# ---- rvc_asap_5pl_mem_access ----
### Metal 2, rvc_asap_5pl_mem_access

Cells faint in the background.
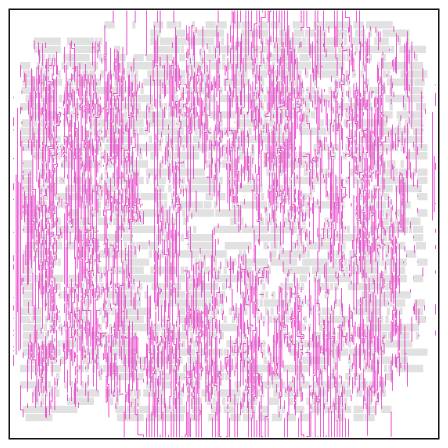

$ cat src/rtl/rvc_asap_pkg.sv
// Shared definitions for the RVC ASAP 5-stage memory access path:
// load/store width encodings, byte-lane size masks and the split FSM states.
package rvc_asap_pkg;

    localparam logic [2:0] F3_B  = 3'b000;
    localparam logic [2:0] F3_H  = 3'b001;
    localparam logic [2:0] F3_W  = 3'b010;
    localparam logic [2:0] F3_BU = 3'b100;
    localparam logic [2:0] F3_HU = 3'b101;

    localparam logic [3:0] MASK_B = 4'b0001;
    localparam logic [3:0] MASK_H = 4'b0011;
    localparam logic [3:0] MASK_W = 4'b1111;

    typedef enum logic {
        StIdle   = 1'b0,
        StSecond = 1'b1
    } t_state;

    // Unsupported encodings return an empty mask, which suppresses the access.
    function automatic logic [3:0] size_mask(input logic [2:0] funct3);
        case (funct3)
            F3_B, F3_BU: return MASK_B;
            F3_H, F3_HU: return MASK_H;
            F3_W:        return MASK_W;
            default:     return 4'b0000;
        endcase
    endfunction

endpackage

$ cat src/rtl/rvc_asap_5pl_load_align.sv
// Load alignment: shifts a 64-bit two-word window right by the byte offset and
// applies the sign/zero extension selected by funct3.
module rvc_asap_5pl_load_align
    import rvc_asap_pkg::*;
(
    input  logic [63:0] i_window,
    input  logic [1:0]  i_offset,
    input  logic [2:0]  i_funct3,
    output logic [31:0] o_result
);

    logic [31:0] w_shifted;

    assign w_shifted = 32'(i_window >> {i_offset, 3'b000});

    always_comb begin
        o_result = w_shifted;
        case (i_funct3)
            F3_B:    o_result = {{24{w_shifted[7]}}, w_shifted[7:0]};
            F3_BU:   o_result = {24'h000000, w_shifted[7:0]};
            F3_H:    o_result = {{16{w_shifted[15]}}, w_shifted[15:0]};
            F3_HU:   o_result = {16'h0000, w_shifted[15:0]};
            default: ;
        endcase
    end

endmodule

$ cat src/rtl/rvc_asap_5pl_mem_access.sv
// Memory-stage access unit: byte-lane steering for loads/stores, hardware split
// of word-crossing accesses into two cycles, and Q104H load alignment.
`ifndef RVC_MSFF
`define RVC_MSFF(q, d, clk, rst) \
    always_ff @(posedge clk or posedge rst) begin \
        if (rst) q <= '0; \
        else     q <= d; \
    end
`endif

`ifndef RVC_EN_MSFF
`define RVC_EN_MSFF(q, d, en, clk, rst) \
    always_ff @(posedge clk or posedge rst) begin \
        if (rst)     q <= '0; \
        else if (en) q <= d; \
    end
`endif

module rvc_asap_5pl_mem_access
    import rvc_asap_pkg::*;
#(
    parameter bit SPLIT_EN = 1'b1
) (
    input  logic        Clock,
    input  logic        Rst,
    input  logic [31:0] CoreAddrQ103H,
    input  logic [31:0] CoreWrDataQ103H,
    input  logic [2:0]  CoreFunct3Q103H,
    input  logic        CoreWrEnQ103H,
    input  logic        CoreRdEnQ103H,
    output logic [31:0] data,
    output logic [31:0] address,
    output logic [3:0]  byteena,
    output logic        wren,
    output logic        rden,
    input  logic [31:0] q,
    output logic        StallQ103H,
    output logic [31:0] LoadDataQ104H,
    output logic        LoadValidQ104H,
    output logic        MisalignedQ104H
);

    t_state      r_state, w_state_nxt;
    logic [29:0] r_addr;
    logic [31:0] r_data;
    logic [2:0]  r_funct3;
    logic [1:0]  r_offset;
    logic        r_wr, r_rd;
    logic [3:0]  r_be_hi;
    logic [31:0] r_q_first;
    logic        r_ld_valid;
    logic [2:0]  r_ld_funct3;
    logic [1:0]  r_ld_offset;
    logic        r_ld_split;
    logic [31:0] r_load_data;
    logic        r_mis;

    logic [1:0]  w_offset;
    logic [3:0]  w_mask;
    logic [7:0]  w_be8;
    logic        w_is_wr, w_is_rd, w_cross;
    logic [31:0] w_rot;
    logic        w_capture, w_ld_issue, w_ld_split, w_mis_nxt;
    logic [2:0]  w_ld_funct3;
    logic [1:0]  w_ld_offset;
    logic [63:0] w_window;
    logic [31:0] w_load_result;

    assign w_offset = CoreAddrQ103H[1:0];
    assign w_mask   = size_mask(CoreFunct3Q103H);
    assign w_be8    = {4'b0000, w_mask} << w_offset;
    assign w_is_wr  = CoreWrEnQ103H & (|w_mask);
    assign w_is_rd  = CoreRdEnQ103H & ~CoreWrEnQ103H & (|w_mask);
    // Any lane pushed past byte 3 means the access touches the next word.
    assign w_cross  = |w_be8[7:4];

    always_comb begin
        case (w_offset)
            2'd1:    w_rot = {CoreWrDataQ103H[23:0], CoreWrDataQ103H[31:24]};
            2'd2:    w_rot = {CoreWrDataQ103H[15:0], CoreWrDataQ103H[31:16]};
            2'd3:    w_rot = {CoreWrDataQ103H[7:0],  CoreWrDataQ103H[31:8]};
            default: w_rot = CoreWrDataQ103H;
        endcase
    end

    always_comb begin
        w_state_nxt = r_state;
        address     = {CoreAddrQ103H[31:2], 2'b00};
        byteena     = w_be8[3:0];
        data        = w_rot;
        wren        = 1'b0;
        rden        = 1'b0;
        StallQ103H  = 1'b0;
        w_capture   = 1'b0;
        w_ld_issue  = 1'b0;
        w_ld_funct3 = CoreFunct3Q103H;
        w_ld_offset = w_offset;
        w_ld_split  = 1'b0;
        w_mis_nxt   = 1'b0;
        case (r_state)
            StIdle: begin
                if (w_is_wr || w_is_rd) begin
                    if (!w_cross) begin
                        wren       = w_is_wr;
                        rden       = w_is_rd;
                        w_ld_issue = w_is_rd;
                    end else if (SPLIT_EN) begin
                        wren        = w_is_wr;
                        rden        = w_is_rd;
                        StallQ103H  = 1'b1;
                        w_capture   = 1'b1;
                        w_state_nxt = StSecond;
                    end else begin
                        w_mis_nxt = 1'b1;
                    end
                end
            end
            StSecond: begin
                address     = {r_addr + 30'd1, 2'b00};
                byteena     = r_be_hi;
                data        = r_data;
                wren        = r_wr;
                rden        = r_rd;
                w_ld_issue  = r_rd;
                w_ld_funct3 = r_funct3;
                w_ld_offset = r_offset;
                w_ld_split  = 1'b1;
                w_state_nxt = StIdle;
            end
            default: w_state_nxt = StIdle;
        endcase
        if (Rst) begin
            wren       = 1'b0;
            rden       = 1'b0;
            StallQ103H = 1'b0;
        end
    end

    always_ff @(posedge Clock or posedge Rst) begin
        if (Rst) r_state <= StIdle;
        else     r_state <= w_state_nxt;
    end

    `RVC_EN_MSFF(r_addr,   CoreAddrQ103H[31:2], w_capture, Clock, Rst)
    `RVC_EN_MSFF(r_data,   w_rot,               w_capture, Clock, Rst)
    `RVC_EN_MSFF(r_funct3, CoreFunct3Q103H,     w_capture, Clock, Rst)
    `RVC_EN_MSFF(r_offset, w_offset,            w_capture, Clock, Rst)
    `RVC_EN_MSFF(r_wr,     w_is_wr,             w_capture, Clock, Rst)
    `RVC_EN_MSFF(r_rd,     w_is_rd,             w_capture, Clock, Rst)
    `RVC_EN_MSFF(r_be_hi,  w_be8[7:4],          w_capture, Clock, Rst)

    // q during the second-part cycle carries the first part's read data.
    `RVC_EN_MSFF(r_q_first,   q,           (r_state == StSecond), Clock, Rst)
    `RVC_MSFF(r_ld_valid,     w_ld_issue,                         Clock, Rst)
    `RVC_EN_MSFF(r_ld_funct3, w_ld_funct3, w_ld_issue,            Clock, Rst)
    `RVC_EN_MSFF(r_ld_offset, w_ld_offset, w_ld_issue,            Clock, Rst)
    `RVC_EN_MSFF(r_ld_split,  w_ld_split,  w_ld_issue,            Clock, Rst)
    `RVC_EN_MSFF(r_load_data, w_load_result, r_ld_valid,          Clock, Rst)
    `RVC_MSFF(r_mis,          w_mis_nxt,                          Clock, Rst)

    assign w_window = r_ld_split ? {q, r_q_first} : {32'h0000_0000, q};

    rvc_asap_5pl_load_align u_load_align (
        .i_window (w_window),
        .i_offset (r_ld_offset),
        .i_funct3 (r_ld_funct3),
        .o_result (w_load_result)
    );

    assign LoadValidQ104H  = r_ld_valid;
    assign LoadDataQ104H   = r_ld_valid ? w_load_result : r_load_data;
    assign MisalignedQ104H = r_mis;

endmodule

$ cat config.mk
export PLATFORM = sky130hd
export DESIGN_NAME = rvc_asap_5pl_mem_access
export DESIGN_NICKNAME = d
export VERILOG_FILES = /design/src/rtl/rvc_asap_pkg.sv /design/src/rtl/rvc_asap_5pl_load_align.sv /design/src/rtl/rvc_asap_5pl_mem_access.sv
export SDC_FILE = /design/constraint.sdc
export NUM_CORES = 1
export LEC_CHECK = 0
export ABC_AREA = 1
export CAP_MARGIN = 40
export CORE_MARGIN = 3
export CORE_UTILIZATION = 52
export CTS_BUF_LIST = sky130_fd_sc_hd__clkbuf_16
export DETAILED_ROUTE_END_ITERATION = 10
export GPL_TIMING_DRIVEN = 1
export PLACE_DENSITY = 0.82
export SYNTH_ARGS = -nofsm -noshare
export SYNTH_HDL_FRONTEND = slang
export SYNTH_SLANG_ARGS = --single-unit
$ cat constraint.sdc
create_clock -name Clock -period 5.75 [get_ports Clock]
set_input_delay 0.575 -clock Clock [delete_from_list [all_inputs] [get_ports Clock]]
set_output_delay 0.575 -clock Clock [all_outputs]
set_load 0.02 [all_outputs]
# ---- seq_divider_flat ----
**src/rtl/seq_divider_if.sv**
```systemverilog
// Start/busy/done handshake and operand/result bundle between the ALU controller and the
// iterative divider.
interface seq_divider_if #(
    parameter int unsigned WIDTH = 16
);
    logic             start;
    logic [WIDTH-1:0] x;
    logic [WIDTH-1:0] y;
    logic             busy;
    logic             done;
    logic [WIDTH-1:0] q;
    logic [WIDTH-1:0] r;
    logic             dbz;
    logic             ovf;

    modport master (
        output start, x, y,
        input  busy, done, q, r, dbz, ovf
    );

    modport slave (
        input  start, x, y,
        output busy, done, q, r, dbz, ovf
    );
endinterface

```
**src/rtl/seq_divider.sv**
```systemverilog
// Iterative radix-2 restoring divider: magnitudes are divided over WIDTH cycles, then one
// fix-up cycle applies the signs to quotient and remainder.
module seq_divider #(
    parameter int unsigned WIDTH  = 16,
    parameter bit          SIGNED = 1'b1
) (
    input logic          clk,
    input logic          reset,
    seq_divider_if.slave bus
);
    localparam int unsigned    CntW    = (WIDTH > 1) ? $clog2(WIDTH) : 1;
    localparam logic [CntW-1:0] CntLast = CntW'(WIDTH - 1);

    typedef enum logic [1:0] {StIdle, StDiv, StFix} state_e;

    state_e           state_q, state_d;
    logic [CntW-1:0]  cnt_q, cnt_d;
    logic [WIDTH-1:0] dvd_q, dvd_d;
    logic [WIDTH:0]   rem_q, rem_d;
    logic [WIDTH:0]   dvs_q, dvs_d;
    logic             qneg_q, qneg_d;
    logic             rneg_q, rneg_d;
    logic             ovf_pend_q, ovf_pend_d;
    logic             done_q, done_d;
    logic             dbz_q, dbz_d;
    logic             ovf_q, ovf_d;
    logic [WIDTH-1:0] q_q, q_d;
    logic [WIDTH-1:0] r_q, r_d;

    logic             x_neg, y_neg;
    logic [WIDTH-1:0] x_mag, y_mag;
    logic [WIDTH+1:0] shifted, trial;

    assign x_neg = SIGNED && bus.x[WIDTH-1];
    assign y_neg = SIGNED && bus.y[WIDTH-1];
    // The most-negative value maps onto itself, which is the correct unsigned magnitude.
    assign x_mag = x_neg ? (~bus.x + 1'b1) : bus.x;
    assign y_mag = y_neg ? (~bus.y + 1'b1) : bus.y;

    // Remainder stays below the divisor, so the top bit of shifted is always 0 and the
    // MSB of trial is a clean borrow flag.
    assign shifted = {rem_q, dvd_q[WIDTH-1]};
    assign trial   = shifted - {1'b0, dvs_q};

    always_comb begin
        state_d    = state_q;
        cnt_d      = cnt_q;
        dvd_d      = dvd_q;
        rem_d      = rem_q;
        dvs_d      = dvs_q;
        qneg_d     = qneg_q;
        rneg_d     = rneg_q;
        ovf_pend_d = ovf_pend_q;
        done_d     = 1'b0;
        dbz_d      = dbz_q;
        ovf_d      = ovf_q;
        q_d        = q_q;
        r_d        = r_q;
        unique case (state_q)
            StIdle: begin
                if (bus.start) begin
                    if (bus.y == '0) begin
                        done_d = 1'b1;
                        dbz_d  = 1'b1;
                        ovf_d  = 1'b0;
                        q_d    = '1;
                        r_d    = bus.x;
                    end else begin
                        dvd_d      = x_mag;
                        dvs_d      = {1'b0, y_mag};
                        rem_d      = '0;
                        cnt_d      = '0;
                        qneg_d     = x_neg ^ y_neg;
                        rneg_d     = x_neg;
                        ovf_pend_d = SIGNED && (bus.x == {1'b1, {(WIDTH-1){1'b0}}}) && (&bus.y);
                        state_d    = StDiv;
                    end
                end
            end
            StDiv: begin
                dvd_d = {dvd_q[WIDTH-2:0], ~trial[WIDTH+1]};
                rem_d = trial[WIDTH+1] ? shifted[WIDTH:0] : trial[WIDTH:0];
                cnt_d = cnt_q + 1'b1;
                if (cnt_q == CntLast) begin
                    state_d = StFix;
                end
            end
            StFix: begin
                q_d     = qneg_q ? (~dvd_q + 1'b1) : dvd_q;
                r_d     = rneg_q ? (~rem_q[WIDTH-1:0] + 1'b1) : rem_q[WIDTH-1:0];
                ovf_d   = ovf_pend_q;
                dbz_d   = 1'b0;
                done_d  = 1'b1;
                state_d = StIdle;
            end
            default: state_d = StIdle;
        endcase
    end

    always_ff @(posedge clk) begin
        if (reset) begin
            state_q    <= StIdle;
            cnt_q      <= '0;
            dvd_q      <= '0;
            rem_q      <= '0;
            dvs_q      <= '0;
            qneg_q     <= 1'b0;
            rneg_q     <= 1'b0;
            ovf_pend_q <= 1'b0;
            done_q     <= 1'b0;
            dbz_q      <= 1'b0;
            ovf_q      <= 1'b0;
            q_q        <= '0;
            r_q        <= '0;
        end else begin
            state_q    <= state_d;
            cnt_q      <= cnt_d;
            dvd_q      <= dvd_d;
            rem_q      <= rem_d;
            dvs_q      <= dvs_d;
            qneg_q     <= qneg_d;
            rneg_q     <= rneg_d;
            ovf_pend_q <= ovf_pend_d;
            done_q     <= done_d;
            dbz_q      <= dbz_d;
            ovf_q      <= ovf_d;
            q_q        <= q_d;
            r_q        <= r_d;
        end
    end

    assign bus.busy = (state_q != StIdle);
    assign bus.done = done_q;
    assign bus.q    = q_q;
    assign bus.r    = r_q;
    assign bus.dbz  = dbz_q;
    assign bus.ovf  = ovf_q;
endmodule

```
**src/flat_wrapper.sv**
```systemverilog
// flat-port wrapper written by rule: the top's interface ports become plain ports
module seq_divider_flat 
#(
    parameter int unsigned WIDTH  = 16,
    parameter bit          SIGNED = 1'b1
)
  (clk, reset, bus_start, bus_x, bus_y, bus_busy, bus_done, bus_q, bus_r, bus_dbz, bus_ovf);
  seq_divider_if #(.WIDTH(WIDTH)) bus_i ();
  input logic clk;
  input logic reset;
  input wire logic [$bits(bus_i.start)-1:0] bus_start;
  input wire logic [$bits(bus_i.x)-1:0] bus_x;
  input wire logic [$bits(bus_i.y)-1:0] bus_y;
  output wire logic [$bits(bus_i.busy)-1:0] bus_busy;
  output wire logic [$bits(bus_i.done)-1:0] bus_done;
  output wire logic [$bits(bus_i.q)-1:0] bus_q;
  output wire logic [$bits(bus_i.r)-1:0] bus_r;
  output wire logic [$bits(bus_i.dbz)-1:0] bus_dbz;
  output wire logic [$bits(bus_i.ovf)-1:0] bus_ovf;
  assign bus_i.start = bus_start;
  assign bus_i.x = bus_x;
  assign bus_i.y = bus_y;
  assign bus_busy = bus_i.busy;
  assign bus_done = bus_i.done;
  assign bus_q = bus_i.q;
  assign bus_r = bus_i.r;
  assign bus_dbz = bus_i.dbz;
  assign bus_ovf = bus_i.ovf;
  seq_divider #(.WIDTH(WIDTH), .SIGNED(SIGNED)) u_core (.clk(clk), .reset(reset), .bus(bus_i));
endmodule
```
**config.mk**
```make
export PLATFORM = sky130hd
export DESIGN_NAME = seq_divider_flat
export DESIGN_NICKNAME = d
export VERILOG_FILES = /design/src/rtl/seq_divider_if.sv /design/src/rtl/seq_divider.sv /design/src/flat_wrapper.sv
export SDC_FILE = /design/constraint.sdc
export NUM_CORES = 1
export LEC_CHECK = 0
export CORE_MARGIN = 2
export CORE_UTILIZATION = 50
export CTS_BUF_LIST = sky130_fd_sc_hd__clkbuf_8
export DETAILED_ROUTE_END_ITERATION = 8
export PLACE_DENSITY_LB_ADDON = 0.25
export SLEW_MARGIN = 20
export SYNTH_ARGS = -nofsm -noshare
export SYNTH_HDL_FRONTEND = slang
export SYNTH_SLANG_ARGS = --single-unit
```
**constraint.sdc**
```tcl
create_clock -name clk -period 2.45 [get_ports clk]
set_input_delay 0.6125 -clock clk [delete_from_list [all_inputs] [get_ports clk]]
set_output_delay 0.6125 -clock clk [all_outputs]
set_load 0.03 [all_outputs]
```
# ---- i2c_target ----
File: config.mk
export PLATFORM = sky130hd
export DESIGN_NAME = i2c_target
export DESIGN_NICKNAME = d
export VERILOG_FILES = /design/src/rtl/i2c_target.sv
export SDC_FILE = /design/constraint.sdc
export NUM_CORES = 1
export LEC_CHECK = 0
export ABC_AREA = 1
export CAP_MARGIN = 30
export CORE_MARGIN = 5
export CORE_UTILIZATION = 40
export CTS_CLUSTER_DIAMETER = 100
export DETAILED_ROUTE_END_ITERATION = 12
export HOLD_SLACK_MARGIN = 0.06
export MAX_ROUTING_LAYER = met4
export PLACE_DENSITY = 0.61
export REMOVE_ABC_BUFFERS = 1
export SYNTH_ARGS = -nofsm -noshare
export SYNTH_HDL_FRONTEND = slang
export SYNTH_SLANG_ARGS = --single-unit
File: constraint.sdc
create_clock -name clock -period 2 [get_ports clock]
set_clock_uncertainty 0.05 [all_clocks]
set_input_delay 0.6 -clock clock [delete_from_list [all_inputs] [get_ports clock]]
set_output_delay 0.6 -clock clock [all_outputs]
set_load 0.005 [all_outputs]
File: src/rtl/i2c_target.sv
// I2C target (slave) with a fixed 7-bit address.
// Bus inputs are synchronized to `clock`; every bus event is derived from the synchronized copies.
// Ports:
//   clock, reset_n     system clock, asynchronous active-low reset
//   scl_in, sda_in     raw bus levels (asynchronous)
//   sda_oe             1 = pull SDA low, 0 = release
//   rx_data, rx_valid  last written byte and its one-cycle strobe
//   tx_data, tx_req    byte to return on a read, and the request strobe for it
//   busy               high while this target is addressed
module i2c_target #(
  parameter logic [6:0] TARGET_ADDR = 7'h42
) (
  input  logic       clock,
  input  logic       reset_n,
  input  logic       scl_in,
  input  logic       sda_in,
  output logic       sda_oe,
  output logic [7:0] rx_data,
  output logic       rx_valid,
  input  logic [7:0] tx_data,
  output logic       tx_req,
  output logic       busy
);

  typedef enum logic [2:0] {
    StIdle, StAddr, StAddrAck, StRx, StRxAck, StTx, StTxAck, StIgnore
  } state_e;

  state_e     state_q, state_d;
  logic [3:0] bit_cnt_q, bit_cnt_d;
  logic [7:0] shift_q, shift_d;
  logic [7:0] rx_data_q, rx_data_d;
  logic       sda_oe_q, sda_oe_d;
  logic       rx_valid_q, rx_valid_d;
  logic       tx_req_q, tx_req_d;
  logic       busy_q, busy_d;
  logic       rw_q, rw_d;

  // Two synchronizer stages plus one history stage per bus line.
  logic scl_s1_q, scl_s2_q, scl_h_q;
  logic sda_s1_q, sda_s2_q, sda_h_q;

  always_ff @(posedge clock or negedge reset_n) begin
    if (!reset_n) begin
      scl_s1_q <= 1'b1;
      scl_s2_q <= 1'b1;
      scl_h_q  <= 1'b1;
      sda_s1_q <= 1'b1;
      sda_s2_q <= 1'b1;
      sda_h_q  <= 1'b1;
    end else begin
      scl_s1_q <= scl_in;
      scl_s2_q <= scl_s1_q;
      scl_h_q  <= scl_s2_q;
      sda_s1_q <= sda_in;
      sda_s2_q <= sda_s1_q;
      sda_h_q  <= sda_s2_q;
    end
  end

  logic       scl_rise, scl_fall, start_det, stop_det, load_tx;
  logic [7:0] shift_in;

  assign scl_rise  = scl_s2_q & ~scl_h_q;
  assign scl_fall  = ~scl_s2_q & scl_h_q;
  // SCL must be high in both samples so an SDA edge coinciding with an SCL edge is not a condition.
  assign start_det = scl_s2_q & scl_h_q & sda_h_q & ~sda_s2_q;
  assign stop_det  = scl_s2_q & scl_h_q & ~sda_h_q & sda_s2_q;
  assign shift_in  = {shift_q[6:0], sda_s2_q};

  always_comb begin
    state_d    = state_q;
    bit_cnt_d  = bit_cnt_q;
    shift_d    = shift_q;
    rx_data_d  = rx_data_q;
    sda_oe_d   = sda_oe_q;
    rx_valid_d = 1'b0;
    tx_req_d   = 1'b0;
    busy_d     = busy_q;
    rw_d       = rw_q;
    load_tx    = 1'b0;

    if (start_det) begin
      state_d   = StAddr;
      bit_cnt_d = 4'd0;
      sda_oe_d  = 1'b0;
      busy_d    = 1'b0;
    end else if (stop_det) begin
      state_d   = StIdle;
      bit_cnt_d = 4'd0;
      sda_oe_d  = 1'b0;
      busy_d    = 1'b0;
    end else begin
      case (state_q)
        StIdle, StIgnore: begin
          sda_oe_d = 1'b0;
          busy_d   = 1'b0;
        end
        StAddr: begin
          if (scl_rise) begin
            shift_d = shift_in;
            if (bit_cnt_q == 4'd7) begin
              bit_cnt_d = 4'd0;
              rw_d      = sda_s2_q;
              if (shift_in[7:1] == TARGET_ADDR) begin
                state_d = StAddrAck;
                busy_d  = 1'b1;
              end else begin
                state_d = StIgnore;
              end
            end else begin
              bit_cnt_d = bit_cnt_q + 4'd1;
            end
          end
        end
        StAddrAck, StRxAck: begin
          // sda_oe_q doubles as the phase flag: low before the ACK slot, high during it.
          if (scl_rise && sda_oe_q && (state_q == StAddrAck) && rw_q) begin
            tx_req_d = 1'b1;
          end
          if (scl_fall) begin
            if (!sda_oe_q) begin
              sda_oe_d = 1'b1;
            end else begin
              sda_oe_d  = 1'b0;
              bit_cnt_d = 4'd0;
              if ((state_q == StAddrAck) && rw_q) begin
                load_tx = 1'b1;
              end else begin
                state_d = StRx;
              end
            end
          end
        end
        StRx: begin
          if (scl_rise) begin
            shift_d = shift_in;
            if (bit_cnt_q == 4'd7) begin
              bit_cnt_d  = 4'd0;
              rx_data_d  = shift_in;
              rx_valid_d = 1'b1;
              state_d    = StRxAck;
            end else begin
              bit_cnt_d = bit_cnt_q + 4'd1;
            end
          end
        end
        StTx: begin
          // bit_cnt_q counts bits already placed on the bus.
          if (scl_fall) begin
            if (bit_cnt_q == 4'd8) begin
              sda_oe_d  = 1'b0;
              bit_cnt_d = 4'd0;
              state_d   = StTxAck;
            end else begin
              sda_oe_d  = ~shift_q[7];
              shift_d   = {shift_q[6:0], 1'b0};
              bit_cnt_d = bit_cnt_q + 4'd1;
            end
          end
        end
        StTxAck: begin
          if (scl_rise && (bit_cnt_q == 4'd0)) begin
            if (!sda_s2_q) begin
              tx_req_d  = 1'b1;
              bit_cnt_d = 4'd1;
            end else begin
              state_d  = StIgnore;
              sda_oe_d = 1'b0;
              busy_d   = 1'b0;
            end
          end else if (scl_fall && (bit_cnt_q == 4'd1)) begin
            load_tx = 1'b1;
          end
        end
        default: state_d = StIdle;
      endcase

      // First data bit goes out on the same fall that latches the byte.
      if (load_tx) begin
        shift_d   = {tx_data[6:0], 1'b0};
        sda_oe_d  = ~tx_data[7];
        bit_cnt_d = 4'd1;
        state_d   = StTx;
      end
    end
  end

  always_ff @(posedge clock or negedge reset_n) begin
    if (!reset_n) begin
      state_q    <= StIdle;
      bit_cnt_q  <= 4'd0;
      shift_q    <= 8'h00;
      rx_data_q  <= 8'h00;
      sda_oe_q   <= 1'b0;
      rx_valid_q <= 1'b0;
      tx_req_q   <= 1'b0;
      busy_q     <= 1'b0;
      rw_q       <= 1'b0;
    end else begin
      state_q    <= state_d;
      bit_cnt_q  <= bit_cnt_d;
      shift_q    <= shift_d;
      rx_data_q  <= rx_data_d;
      sda_oe_q   <= sda_oe_d;
      rx_valid_q <= rx_valid_d;
      tx_req_q   <= tx_req_d;
      busy_q     <= busy_d;
      rw_q       <= rw_d;
    end
  end

  assign sda_oe   = sda_oe_q;
  assign rx_data  = rx_data_q;
  assign rx_valid = rx_valid_q;
  assign tx_req   = tx_req_q;
  assign busy     = busy_q;

endmodule

### Congestion heat map, i2c_target

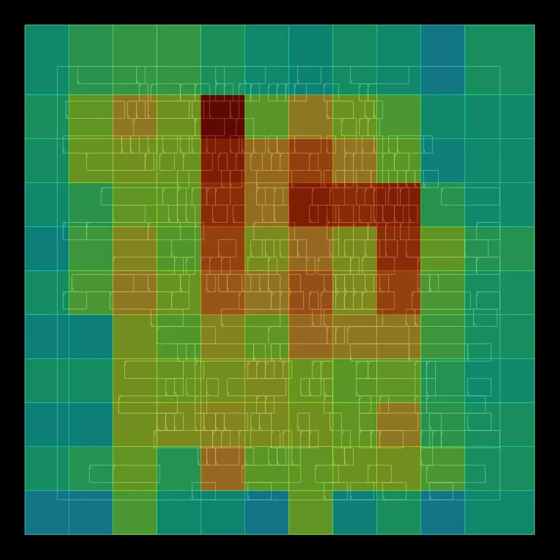
GR Util met1: 0.2284
global-route layer with the greatest usage: met2
routed length per placed instance: 12.79 um
grt met3 use: 0.03047

==> results.toml, i2c_target <==
# generated from flow reports
[run_status]
run_status = "finished clean"

[final_layout]
area_growth_syn_to_fin_pct = 23.02
multiInputCombCellCount = 193

[global_routing]
grt_antenna_before_repair = 0

[synthesis]
syn_inst = 263
most_frequent_cell_after_synthesis = "nand2_1"
edf_count = 0
synth-xor-area-share = 0.008951
yosys.area_share.aoi = 0.07864
yosys_register_bits = 34

[floorplan]
die_w_um = 79.95
chipArea_mm2 = 0.006391

[placement]
place.detailed.hpwl_mm = 3.556
portBuffers = 23
globalplace.congestion = 0.9160

[power_and_ir_drop]
total_power_uw = 2997
p_int_uw = 1687
leakage_uw = 0.001197
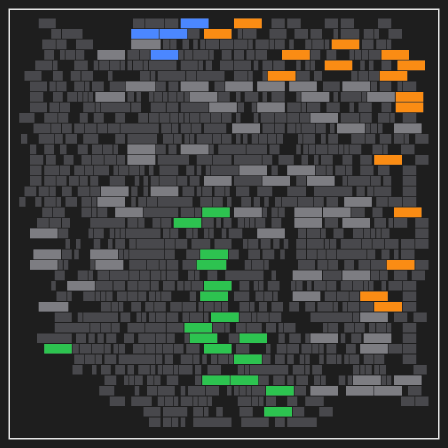
*Sequential cells colored by netlist name, seq_divider_flat*
Other sequential cells in the stronger gray, the rest of the logic in the fainter gray.
legend:
  green:
    name_in_the_netlist: `u_core.rem_q`
    sequential_cells: 17
    where: bottom middle
  orange:
    name_in_the_netlist: `u_core.bus.q`
    sequential_cells: 16
  blue:
    name_in_the_netlist: `u_core.cnt_q`
    sequential_cells: 4
register share of the cell area: 0.2301
Seq. pwr: 1740 uW

==> results.toml, seq_divider_flat <==
# generated from flow reports
[placement]
globalplace.congestion = 0.9403
dpl_cell_area_mm2 = 0.007292

[synthesis]
yosys_warnings = 0
synthesized_area_per_cell_um2 = 8.127
most_frequent_cell_after_synthesis = "dfxtp_1"
yosys_register_bits = 93
postSynth.asyncResetShare = 0

[final_layout]
mostFrequentLayoutCell = "buf_4"
clockNetworkAreaShare = 0.02356
largest_register_ffs = 17
top_area_cell_class = "logic gates"

[clock_network]
holdBufCountCts = 0
postCtsResizedCells = 46
tritoncts_sink_count = 93
cts-buffers-inserted = 9

[final_timing]
final_period_minus_worst_setup_slack_ns = 2.555
setup_slack_ns = -0.1054
final-setup-viol-count = 3
fin_worst_hold_slack_ns = 0.4558

[power_and_ir_drop]
leakage_uw = 0.003182
power_combinational_uw = 2920
seq_power_share = 0.306

[drt]
antenna_violating_nets_post_route = 0
detail_route.iter0.violations = 526
met2_wl_mm = 8.929

[setup_path]
critical-path-max-stage-delay_ns = 0.41

[run_status]
run_status = "finished with violations"
violated_checks = "setup timing"

[floorplan]
well_tap_count = 143
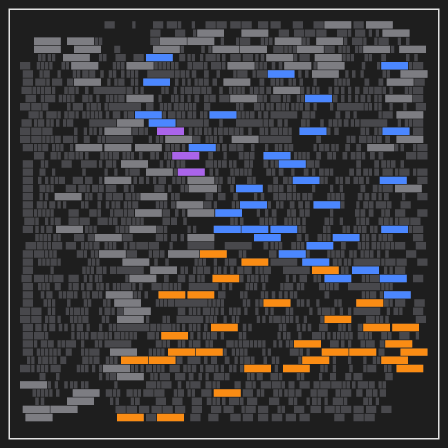
*Sequential cells colored by netlist name, rvc_asap_5pl_mem_access*
Other sequential cells in the stronger gray, the rest of the logic in the fainter gray.
legend:
  purple:
    name_in_the_netlist: `r_ld_funct3`
    sequential_cells: 3
  blue:
    name_in_the_netlist: `r_q_first`
    sequential_cells: 32
  orange:
    name_in_the_netlist: `r_addr`
    sequential_cells: 30
not colored: 79

Notes on 'Metal 2' of rvc_asap_5pl_mem_access above:
share of all routed wire: 46%
wire length on this layer: 15200 um
main direction: vertical
total routed wirelength: 32.82 mm
vias post-DR: 11110
Global Route met2 Usage: 0.5202

==> results.toml, rvc_asap_5pl_mem_access <==
# generated from flow reports
[final_timing]
worst_slew_margin_rel = 0.3945
setup_slack_ns = 1.897

[final_layout]
final_cells = 1928
signal_buffers = 222

[setup_path]
critical_path_arrival_ns = 3.28
timing.critical_path.slowest_stage_cell = "clkdlybuf4s50_1"
family_with_the_most_delay_on_the_worst_path = "simple AND/OR/NAND/NOR gates"
critPathRequiredTime_ns = 5.18

[run_status]
run_status = "finished clean"

[drt]
via_per_inst = 5.760
detail_route.iter0.violations = 1073
top_layer_used = "met4"

[floorplan]
die_h_um = 142.3
fp_util = 0.5342
well_tap_count = 229

[job]
drv.max_cap_violation_count = 0

[power_and_ir_drop]
top_power_group = "combinational logic"
p_comb_frac = 0.369

[global_routing]
grt_pass1_wl_mm = 53.48

[synthesis]
ys_top_cells_by_count = "nand2_1, dfrtp_1, nand3_1, nor2_1, nand4_1"

==> notes/layouts.md <==
Pictures saved along the way, in no particular order.

M1 wires.
Supply wires on this layer in gray. Cells faint in the background.
image #1
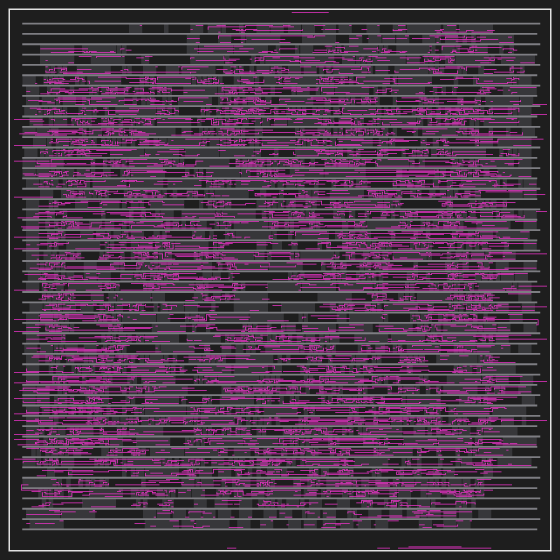
image #2
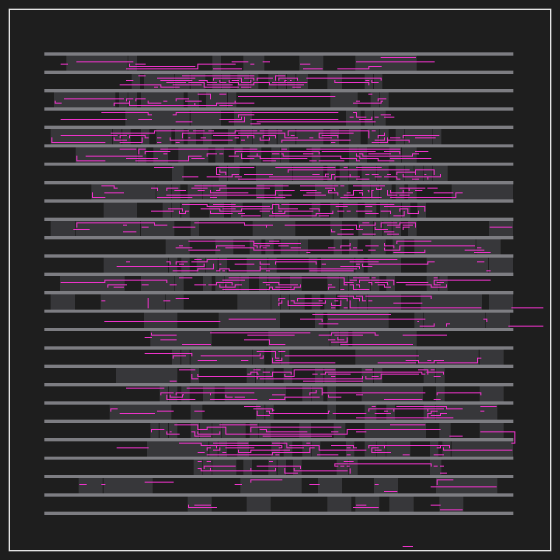
image #3
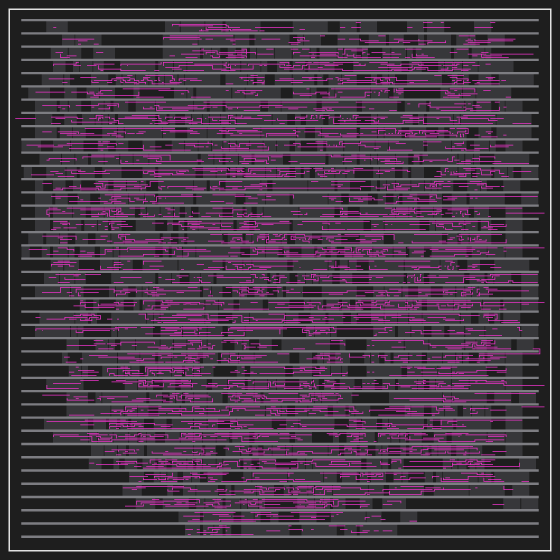
rvc_asap_5pl_mem_access -> image #1
seq_divider_flat -> image #3
i2c_target -> image #2


# ---- fetch_stage_flat ----
===== src/rtl/mips_pkg.sv =====
// Shared types and constants for the MIPS pipeline fetch slice.
//   fetch_state_t : IF-stage fetch FSM state
//   NOP_INSTR     : instruction word held in D while it carries a bubble
//   OP_J          : opcode of the j instruction
//   jump_target   : pseudo-direct j target formed from pc+4 and the instruction word
package mips_pkg;

  typedef enum logic [1:0] {
    StIdle,
    StReq,
    StDrop,
    StFull
  } fetch_state_t;

  localparam logic [31:0] NOP_INSTR = 32'h0000_0000;
  localparam logic [5:0]  OP_J      = 6'h02;

  function automatic logic [31:0] jump_target(input logic [31:0] pc_plus4,
                                              input logic [31:0] instr);
    return {pc_plus4[31:28], instr[25:0], 2'b00};
  endfunction

endpackage


===== src/rtl/fetch_stage_if.sv =====
// Instruction-memory fetch bus.
//   req   : fetch request valid (fetch side)
//   addr  : fetch address, stable while req is high and ack has not arrived
//   ack   : one-cycle pulse, rdata valid and transaction complete (memory side)
//   rdata : fetched instruction word
// Modports: master = fetch stage, slave = instruction memory.
interface fetch_stage_if;
  logic        req;
  logic [31:0] addr;
  logic        ack;
  logic [31:0] rdata;

  modport master (
    output req,
    output addr,
    input  ack,
    input  rdata
  );

  modport slave (
    input  req,
    input  addr,
    output ack,
    output rdata
  );
endinterface


===== src/rtl/flopenrc.sv =====
// Enable/clear register with asynchronous active-high reset.
//   clk, reset : clock and asynchronous reset (reset value is zero)
//   en_i       : load enable; when low the register holds, clr_i included
//   clr_i      : synchronous clear, only acts when enabled
//   d_i / q_o  : data in / registered data out
module flopenrc #(
  parameter int unsigned WIDTH = 32
) (
  input  logic             clk,
  input  logic             reset,
  input  logic             en_i,
  input  logic             clr_i,
  input  logic [WIDTH-1:0] d_i,
  output logic [WIDTH-1:0] q_o
);

  logic [WIDTH-1:0] q_d, q_q;

  always_comb begin
    q_d = q_q;
    if (en_i) begin
      q_d = clr_i ? '0 : d_i;
    end
  end

  always_ff @(posedge clk or posedge reset) begin
    if (reset) begin
      q_q <= '0;
    end else begin
      q_q <= q_d;
    end
  end

  assign q_o = q_q;

endmodule


===== src/rtl/fetch_stage.sv =====
// IF stage plus IF/ID pipeline register.
// Owns pcF, fetches over a req/ack bus of variable latency, and presents the fetched
// instruction to ID. Applies branch/jump redirects resolved in ID, inserts bubbles and
// honours the ID hazard stall.
//   clk, reset      : clock, asynchronous active-high reset
//   stallD          : ID hazard stall; IF/ID holds and F is held with it
//   pcsrcD, jumpD   : taken branch / jump in ID
//   pcbranchD       : branch target from ID
//   imem            : fetch bus (master side)
//   instrD          : IF/ID instruction, zero when bubble
//   pcplus4D        : IF/ID pc+4
//   opD, functD     : opcode and funct fields of instrD
//   validD          : instrD holds a real instruction
module fetch_stage
  import mips_pkg::*;
#(
  parameter logic [31:0] RESET_PC = 32'h0000_0000
) (
  input  logic                 clk,
  input  logic                 reset,
  input  logic                 stallD,
  input  logic                 pcsrcD,
  input  logic                 jumpD,
  input  logic [31:0]          pcbranchD,
  fetch_stage_if.master        imem,
  output logic [31:0]          instrD,
  output logic [31:0]          pcplus4D,
  output logic [5:0]           opD,
  output logic [5:0]           functD,
  output logic                 validD
);

  fetch_state_t state_d, state_q;
  logic [31:0]  pc_d, pc_q;
  logic [31:0]  buf_d, buf_q;
  logic [31:0]  target_d, target_q;
  logic         req_d, req_q;

  logic [31:0]  pc_plus4;
  logic         redirect;
  logic [31:0]  target;

  // IF/ID load path
  logic         load;
  logic [31:0]  load_instr;
  logic [31:0]  load_pc4;
  logic         bubble;

  assign pc_plus4 = pc_q + 32'd4;
  assign redirect = validD & ~stallD & (pcsrcD | jumpD);
  assign target   = pcsrcD ? pcbranchD : jump_target(pcplus4D, instrD);

  always_comb begin
    state_d    = state_q;
    pc_d       = pc_q;
    buf_d      = buf_q;
    target_d   = target_q;
    load       = 1'b0;
    load_instr = imem.rdata;
    load_pc4   = pc_plus4;

    unique case (state_q)
      StIdle: begin
        state_d = StReq;
      end
      StReq: begin
        if (imem.ack) begin
          if (stallD) begin
            // D is held: park the word in the skid buffer and stop fetching.
            buf_d   = imem.rdata;
            pc_d    = pc_plus4;
            state_d = StFull;
          end else if (redirect) begin
            // Fetched word is on the wrong path; drop it and retarget.
            pc_d = target;
          end else begin
            load = 1'b1;
            pc_d = pc_plus4;
          end
        end else if (redirect) begin
          // Transaction already launched at the old pc; must complete it before retargeting.
          target_d = target;
          state_d  = StDrop;
        end
      end
      StDrop: begin
        if (imem.ack) begin
          pc_d    = target_q;
          state_d = StReq;
        end
      end
      StFull: begin
        if (!stallD) begin
          state_d = StReq;
          if (redirect) begin
            pc_d = target;
          end else begin
            // pc_q already advanced past the buffered word, so it is that word's pc+4.
            load       = 1'b1;
            load_instr = buf_q;
            load_pc4   = pc_q;
          end
        end
      end
      default: begin
        state_d = StIdle;
      end
    endcase

    req_d = (state_d == StReq) || (state_d == StDrop);
  end

  always_ff @(posedge clk or posedge reset) begin
    if (reset) begin
      state_q  <= StIdle;
      pc_q     <= RESET_PC;
      buf_q    <= NOP_INSTR;
      target_q <= '0;
      req_q    <= 1'b0;
    end else begin
      state_q  <= state_d;
      pc_q     <= pc_d;
      buf_q    <= buf_d;
      target_q <= target_d;
      req_q    <= req_d;
    end
  end

  assign imem.req  = req_q;
  assign imem.addr = pc_q;

  // Every unstalled cycle either loads a real instruction or writes a bubble.
  assign bubble = ~load;

  flopenrc #(.WIDTH(32)) u_instr_d (
    .clk   (clk),
    .reset (reset),
    .en_i  (~stallD),
    .clr_i (bubble),
    .d_i   (load_instr),
    .q_o   (instrD)
  );

  flopenrc #(.WIDTH(32)) u_pcplus4_d (
    .clk   (clk),
    .reset (reset),
    .en_i  (~stallD),
    .clr_i (bubble),
    .d_i   (load_pc4),
    .q_o   (pcplus4D)
  );

  flopenrc #(.WIDTH(1)) u_valid_d (
    .clk   (clk),
    .reset (reset),
    .en_i  (~stallD),
    .clr_i (bubble),
    .d_i   (1'b1),
    .q_o   (validD)
  );

  assign opD    = instrD[31:26];
  assign functD = instrD[5:0];

endmodule


===== src/flat_wrapper.sv =====
// flat-port wrapper written by rule: the top's interface ports become plain ports
module fetch_stage_flat import mips_pkg::*;
#(
  parameter logic [31:0] RESET_PC = 32'h0000_0000
)
  (clk, reset, stallD, pcsrcD, jumpD, pcbranchD, instrD, pcplus4D, opD, functD, validD, imem_req, imem_addr, imem_ack, imem_rdata);
  fetch_stage_if imem_i ();
  input  logic clk;
  input  logic reset;
  input  logic stallD;
  input  logic pcsrcD;
  input  logic jumpD;
  input  logic [31:0] pcbranchD;
  output logic [31:0] instrD;
  output logic [31:0] pcplus4D;
  output logic [5:0] opD;
  output logic [5:0] functD;
  output logic validD;
  output wire logic [$bits(imem_i.req)-1:0] imem_req;
  output wire logic [$bits(imem_i.addr)-1:0] imem_addr;
  input wire logic [$bits(imem_i.ack)-1:0] imem_ack;
  input wire logic [$bits(imem_i.rdata)-1:0] imem_rdata;
  assign imem_req = imem_i.req;
  assign imem_addr = imem_i.addr;
  assign imem_i.ack = imem_ack;
  assign imem_i.rdata = imem_rdata;
  fetch_stage #(.RESET_PC(RESET_PC)) u_core (.clk(clk), .reset(reset), .stallD(stallD), .pcsrcD(pcsrcD), .jumpD(jumpD), .pcbranchD(pcbranchD), .imem(imem_i), .instrD(instrD), .pcplus4D(pcplus4D), .opD(opD), .functD(functD), .validD(validD));
endmodule

===== config.mk =====
export PLATFORM = sky130hd
export DESIGN_NAME = fetch_stage_flat
export DESIGN_NICKNAME = d
export VERILOG_FILES = /design/src/rtl/mips_pkg.sv /design/src/rtl/fetch_stage_if.sv /design/src/rtl/flopenrc.sv /design/src/rtl/fetch_stage.sv /design/src/flat_wrapper.sv
export SDC_FILE = /design/constraint.sdc
export NUM_CORES = 1
export LEC_CHECK = 0
export ABC_AREA = 1
export CAP_MARGIN = 20
export CELL_PAD_IN_SITES_DETAIL_PLACEMENT = 2
export CELL_PAD_IN_SITES_GLOBAL_PLACEMENT = 2
export CORE_MARGIN = 2
export CORE_UTILIZATION = 29
export DETAILED_ROUTE_END_ITERATION = 10
export GPL_TIMING_DRIVEN = 1
export MAX_ROUTING_LAYER = met4
export PLACE_DENSITY = 0.84
export RECOVER_POWER = 100
export SETUP_SLACK_MARGIN = 0.2
export SLEW_MARGIN = 20
export SYNTH_ARGS = -nofsm -noshare
export SYNTH_HDL_FRONTEND = slang
export SYNTH_SLANG_ARGS = --single-unit

===== constraint.sdc =====
create_clock -name clk -period 8.1 [get_ports clk]
set_clock_uncertainty 0.15 [all_clocks]
set_input_delay 1.62 -clock clk [delete_from_list [all_inputs] [get_ports clk]]
set_output_delay 1.62 -clock clk [all_outputs]
set_load 0.05 [all_outputs]

# ---- calc_sequencer ----
### src/rtl/calc_sequencer.sv
// calc_sequencer: latches two clipped 7-bit operands and computes add, subtract,
// multiply or a 7-cycle restoring divide, presenting a registered result and format code.
module calc_sequencer (
  input  logic        iCLK,
  input  logic        iRST,
  input  logic [17:0] iSW,
  input  logic        iSTART,
  output logic [6:0]  oA,
  output logic [6:0]  oB,
  output logic [13:0] oRESULT,
  output logic [1:0]  oTYPE,
  output logic        oBUSY,
  output logic        oDONE,
  output logic        oVALID,
  output logic        oDIVZ
);
  typedef enum logic [1:0] {IDLE, CALC, DIV, DONE} state_t;
  state_t      state_q, state_d;
  logic [6:0]  a_q, a_d, b_q, b_d, dvd_q, dvd_d, quo_q, quo_d, rem_q, rem_d;
  logic [1:0]  op_q, op_d, type_q, type_d;
  logic [13:0] res_q, res_d;
  logic [2:0]  cnt_q, cnt_d;
  logic        valid_q, valid_d, divz_q, divz_d;
  logic [6:0]  a_clip, b_clip, diff_ba, rem_next;
  logic [7:0]  rem_sh;
  logic        q_bit, unused_sw;
  assign unused_sw = ^iSW[3:2];
  assign a_clip    = iSW[17:11] > 7'd99 ? 7'd99 : iSW[17:11];
  assign b_clip    = iSW[10:4] > 7'd99 ? 7'd99 : iSW[10:4];
  assign diff_ba   = b_q - a_q;
  // One restoring step: bring down the next dividend bit, subtract the divisor if it fits.
  assign rem_sh    = {rem_q, dvd_q[6]};
  assign q_bit     = rem_sh >= {1'b0, b_q};
  assign rem_next  = q_bit ? 7'(rem_sh - {1'b0, b_q}) : rem_sh[6:0];
  always_comb begin
    state_d = state_q;
    a_d     = a_q;
    b_d     = b_q;
    op_d    = op_q;
    res_d   = res_q;
    type_d  = type_q;
    valid_d = valid_q;
    divz_d  = divz_q;
    dvd_d   = dvd_q;
    quo_d   = quo_q;
    rem_d   = rem_q;
    cnt_d   = cnt_q;
    case (state_q)
      IDLE: if (iSTART) begin
        a_d     = a_clip;
        b_d     = b_clip;
        op_d    = iSW[1:0];
        valid_d = 1'b0;
        divz_d  = 1'b0;
        state_d = CALC;
      end
      CALC: begin
        state_d = DONE;
        case (op_q)
          2'b00: begin
            res_d  = {7'd0, a_q} + {7'd0, b_q};
            type_d = 2'b00;
          end
          2'b01: begin
            res_d  = a_q >= b_q ? {7'd0, a_q - b_q} : {7'd0, diff_ba};
            type_d = a_q >= b_q ? 2'b00 : (diff_ba > 7'd9 ? 2'b10 : 2'b01);
          end
          2'b10: begin
            res_d  = {7'd0, a_q} * {7'd0, b_q};
            type_d = 2'b00;
          end
          default: if (b_q == 7'd0) begin
            res_d  = 14'd0;
            type_d = 2'b11;
            divz_d = 1'b1;
          end else begin
            dvd_d   = a_q;
            quo_d   = 7'd0;
            rem_d   = 7'd0;
            cnt_d   = 3'd7;
            state_d = DIV;
          end
        endcase
      end
      DIV: begin
        dvd_d = {dvd_q[5:0], 1'b0};
        quo_d = {quo_q[5:0], q_bit};
        rem_d = rem_next;
        cnt_d = cnt_q - 3'd1;
        if (cnt_q == 3'd1) begin
          res_d   = {quo_q[5:0], q_bit, rem_next};
          type_d  = 2'b11;
          state_d = DONE;
        end
      end
      DONE: state_d = IDLE;
    endcase
    if (state_d == DONE) valid_d = 1'b1;
  end
  always_ff @(posedge iCLK or posedge iRST)
    if (iRST) begin
      state_q <= IDLE;
      a_q     <= '0;
      b_q     <= '0;
      op_q    <= '0;
      res_q   <= '0;
      type_q  <= '0;
      valid_q <= 1'b0;
      divz_q  <= 1'b0;
      dvd_q   <= '0;
      quo_q   <= '0;
      rem_q   <= '0;
      cnt_q   <= '0;
    end else begin
      state_q <= state_d;
      a_q     <= a_d;
      b_q     <= b_d;
      op_q    <= op_d;
      res_q   <= res_d;
      type_q  <= type_d;
      valid_q <= valid_d;
      divz_q  <= divz_d;
      dvd_q   <= dvd_d;
      quo_q   <= quo_d;
      rem_q   <= rem_d;
      cnt_q   <= cnt_d;
    end
  assign oA      = a_q;
  assign oB      = b_q;
  assign oRESULT = res_q;
  assign oTYPE   = type_q;
  assign oVALID  = valid_q;
  assign oDIVZ   = divz_q;
  assign oBUSY   = state_q == CALC || state_q == DIV;
  assign oDONE   = state_q == DONE;
endmodule

### config.mk
export PLATFORM = sky130hd
export DESIGN_NAME = calc_sequencer
export DESIGN_NICKNAME = d
export VERILOG_FILES = /design/src/rtl/calc_sequencer.sv
export SDC_FILE = /design/constraint.sdc
export NUM_CORES = 1
export LEC_CHECK = 0
export CAP_MARGIN = 20
export CORE_MARGIN = 3
export CORE_UTILIZATION = 45
export CTS_CLUSTER_DIAMETER = 100
export DETAILED_ROUTE_END_ITERATION = 16
export HOLD_SLACK_MARGIN = 0.03
export PLACE_DENSITY = 0.68
export RECOVER_POWER = 25
export SYNTH_ARGS = -nofsm -noshare
export SYNTH_HDL_FRONTEND = slang
export SYNTH_SLANG_ARGS = --single-unit
### constraint.sdc
create_clock -name iCLK -period 5.3 [get_ports iCLK]
set_input_delay 1.06 -clock iCLK [delete_from_list [all_inputs] [get_ports iCLK]]
set_output_delay 1.06 -clock iCLK [all_outputs]
set_load 0.01 [all_outputs]

==> gallery <==
M1 wires.
Supply wires on this layer in gray. Cells faint in the background.
panel A
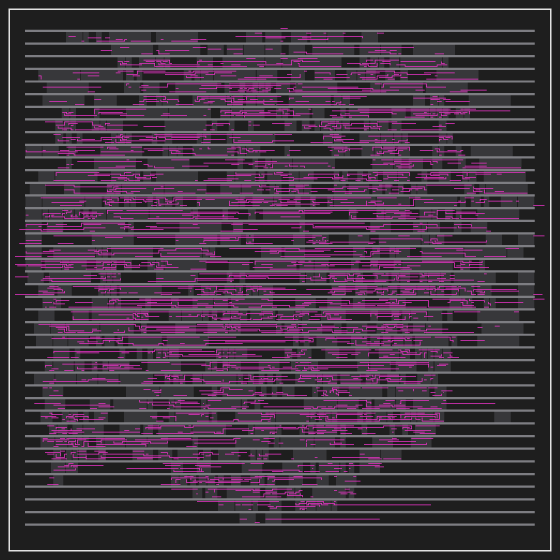
panel B
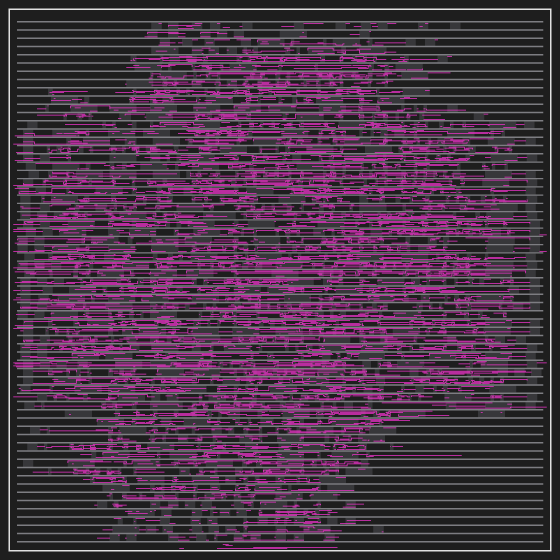
| picture | from |
|---|---|
| panel B | fetch_stage_flat |
| panel A | calc_sequencer |

Key to panel A:
main direction: horizontal
share of all routed wire: 45%

### Congestion heat map, calc_sequencer

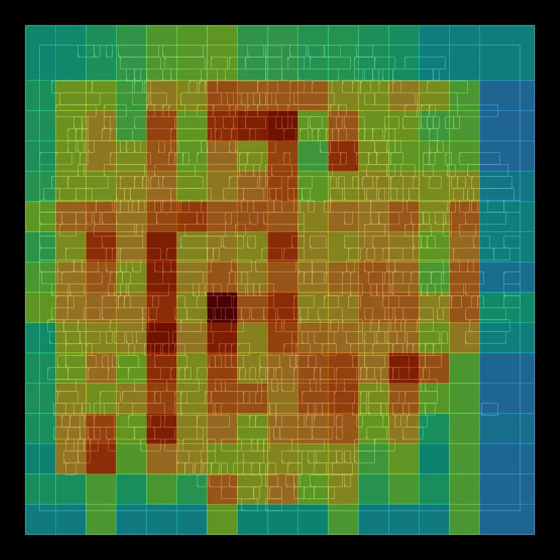
Global Route Usage Sum: 0.2491
global-route layer with the greatest usage: met2
Global Route met2 Usage: 0.3928

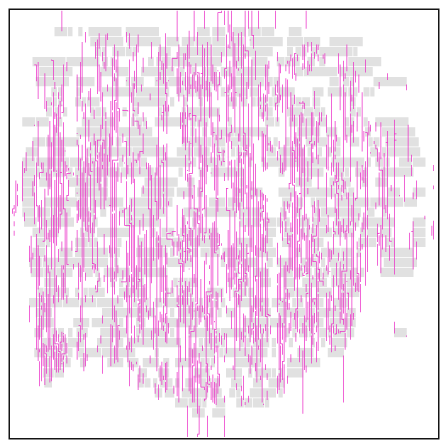
*Metal 2, calc_sequencer*
Cells faint in the background.
wire length on this layer: 7300 um
nets with wire on the layer: 651
longest straight run: 51.2 um
main direction: vertical

==> results.toml, calc_sequencer <==
# generated from flow reports
[job]
drv.max_cap_violation_count = 1

[final_layout]
sequential_cell_area_mm2 = 0.001476
nFlopsAndLatches = 59
area_growth_syn_to_fin_pct = 17.51

[drt]
vias_post_dr = 4796

[synthesis]
chip_area_line_of_the_yosys_report_mm2 = 0.005445
synth_area_mm2 = 0.005445

[setup_path]
worst_setup_path_end_kind = "flip-flop"
regToRegEndpoint = "oRESULT[10]$_DFFE_PP0P_"

[placement]
place.detailed.hpwl_mm = 12.00

[final_timing]
maxSlewViolCount = 60

[clock_network]
cts_h_tree_lvls = 3
clock_latency_ns = 0.33

[run_status]
run_status = "finished with violations"
violated_checks = "capacitance limit, slew limit"

[global_routing]
pin_count_of_the_biggest_net_entering_global_routing = 60
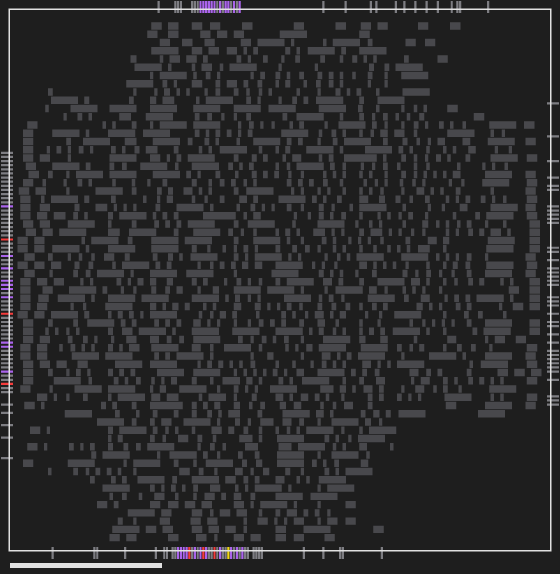
*Pin map, fetch_stage_flat*
Scale bar: 50 um. Pins as bars across the die edge, other pins in gray.
legend:
  red:
    port: `functD`
    pins: 6
    direction: output
    edge: 3 bottom, 3 left
  purple:
    port: `pcbranchD`
    pins: 32
    direction: input
    edge: 11 bottom, 11 top, 10 left
  yellow:
    port: `pcsrcD`
    pins: 1
    direction: input
    edge: bottom

==> results.toml, fetch_stage_flat <==
# generated from flow reports
[final_layout]
area_growth_syn_to_fin_pct = 29.15
mostFrequentLayoutCell = "nand2_1"
final_cells = 1702

[clock_network]
clk_pin_slew_worst_paths_ns = 0.07
clock_path_buffers = 2
postCtsResizedCells = 0
cts_root_buffer = "clkbuf_16"
cts_setup_buffers = 0

[global_routing]
track_usage = 0.2349
grt_overflow = 0
grt_antenna_before_repair = 0

[synthesis]
most_frequent_cell_after_synthesis = "nand2_1"
yosys.stat.seqShare = 0.4676
post_synth_main_area_contributors = "dfrtp_1, nand2_1, o21ai_0"
yosys.area_share.aoi = 0.1859

[run_status]
run_status = "finished with violations"
violated_checks = "capacitance limit, slew limit"

[job]
drv.max_cap_violation_count = 5

[setup_path]
critical-path-max-stage-delay_ns = 1.62
buf_inv_on_cp = 4

[drt]
met3_wire_len_mm = 1.466

[floorplan]
well_tap_count = 390
die_h_um = 178.0

[final_timing]
maxSlewViolCount = 286
finalSetupTns_ns = 0


==> layout pictures side by side <==
Wires at chosen ports, followed through buffers.
Plate I
Scale bar: 20 um.
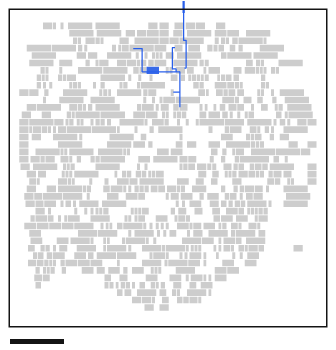
Plate II
Scale bar: 50 um.
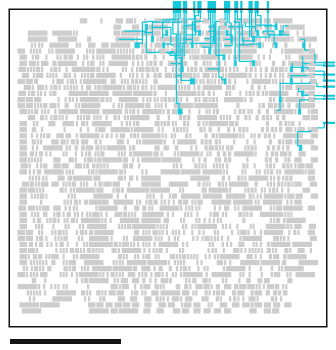
Plate III
Scale bar: 20 um.
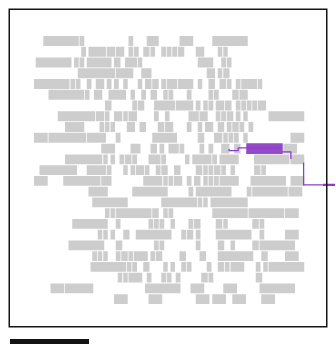
Plate IV
Scale bar: 50 um.
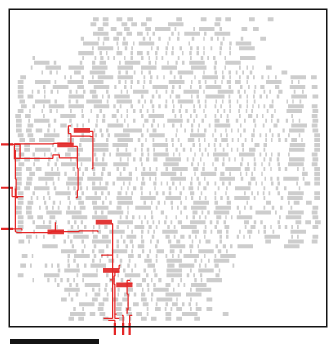
Plate V
Scale bar: 20 um.
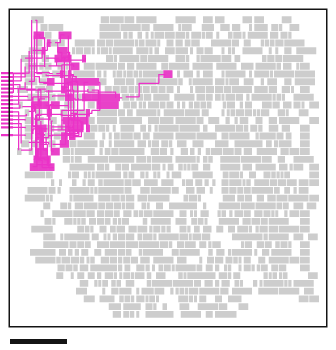
Of these, largest die: Plate IV
Of these, fewest cells: Plate III
seq_divider_flat: Plate V
i2c_target: Plate III
fetch_stage_flat: Plate IV
rvc_asap_5pl_mem_access: Plate II
calc_sequencer: Plate I

Key to Plate II:
legend:
  cyan:
    port: `LoadDataQ104H`
    bits: 32
    direction: output
    edge: 24 top, 8 right
    end_cells: 32
    buffers: 32
    wire: 868 um

No activity file was given, so power comes from the tool's default toggle rates.
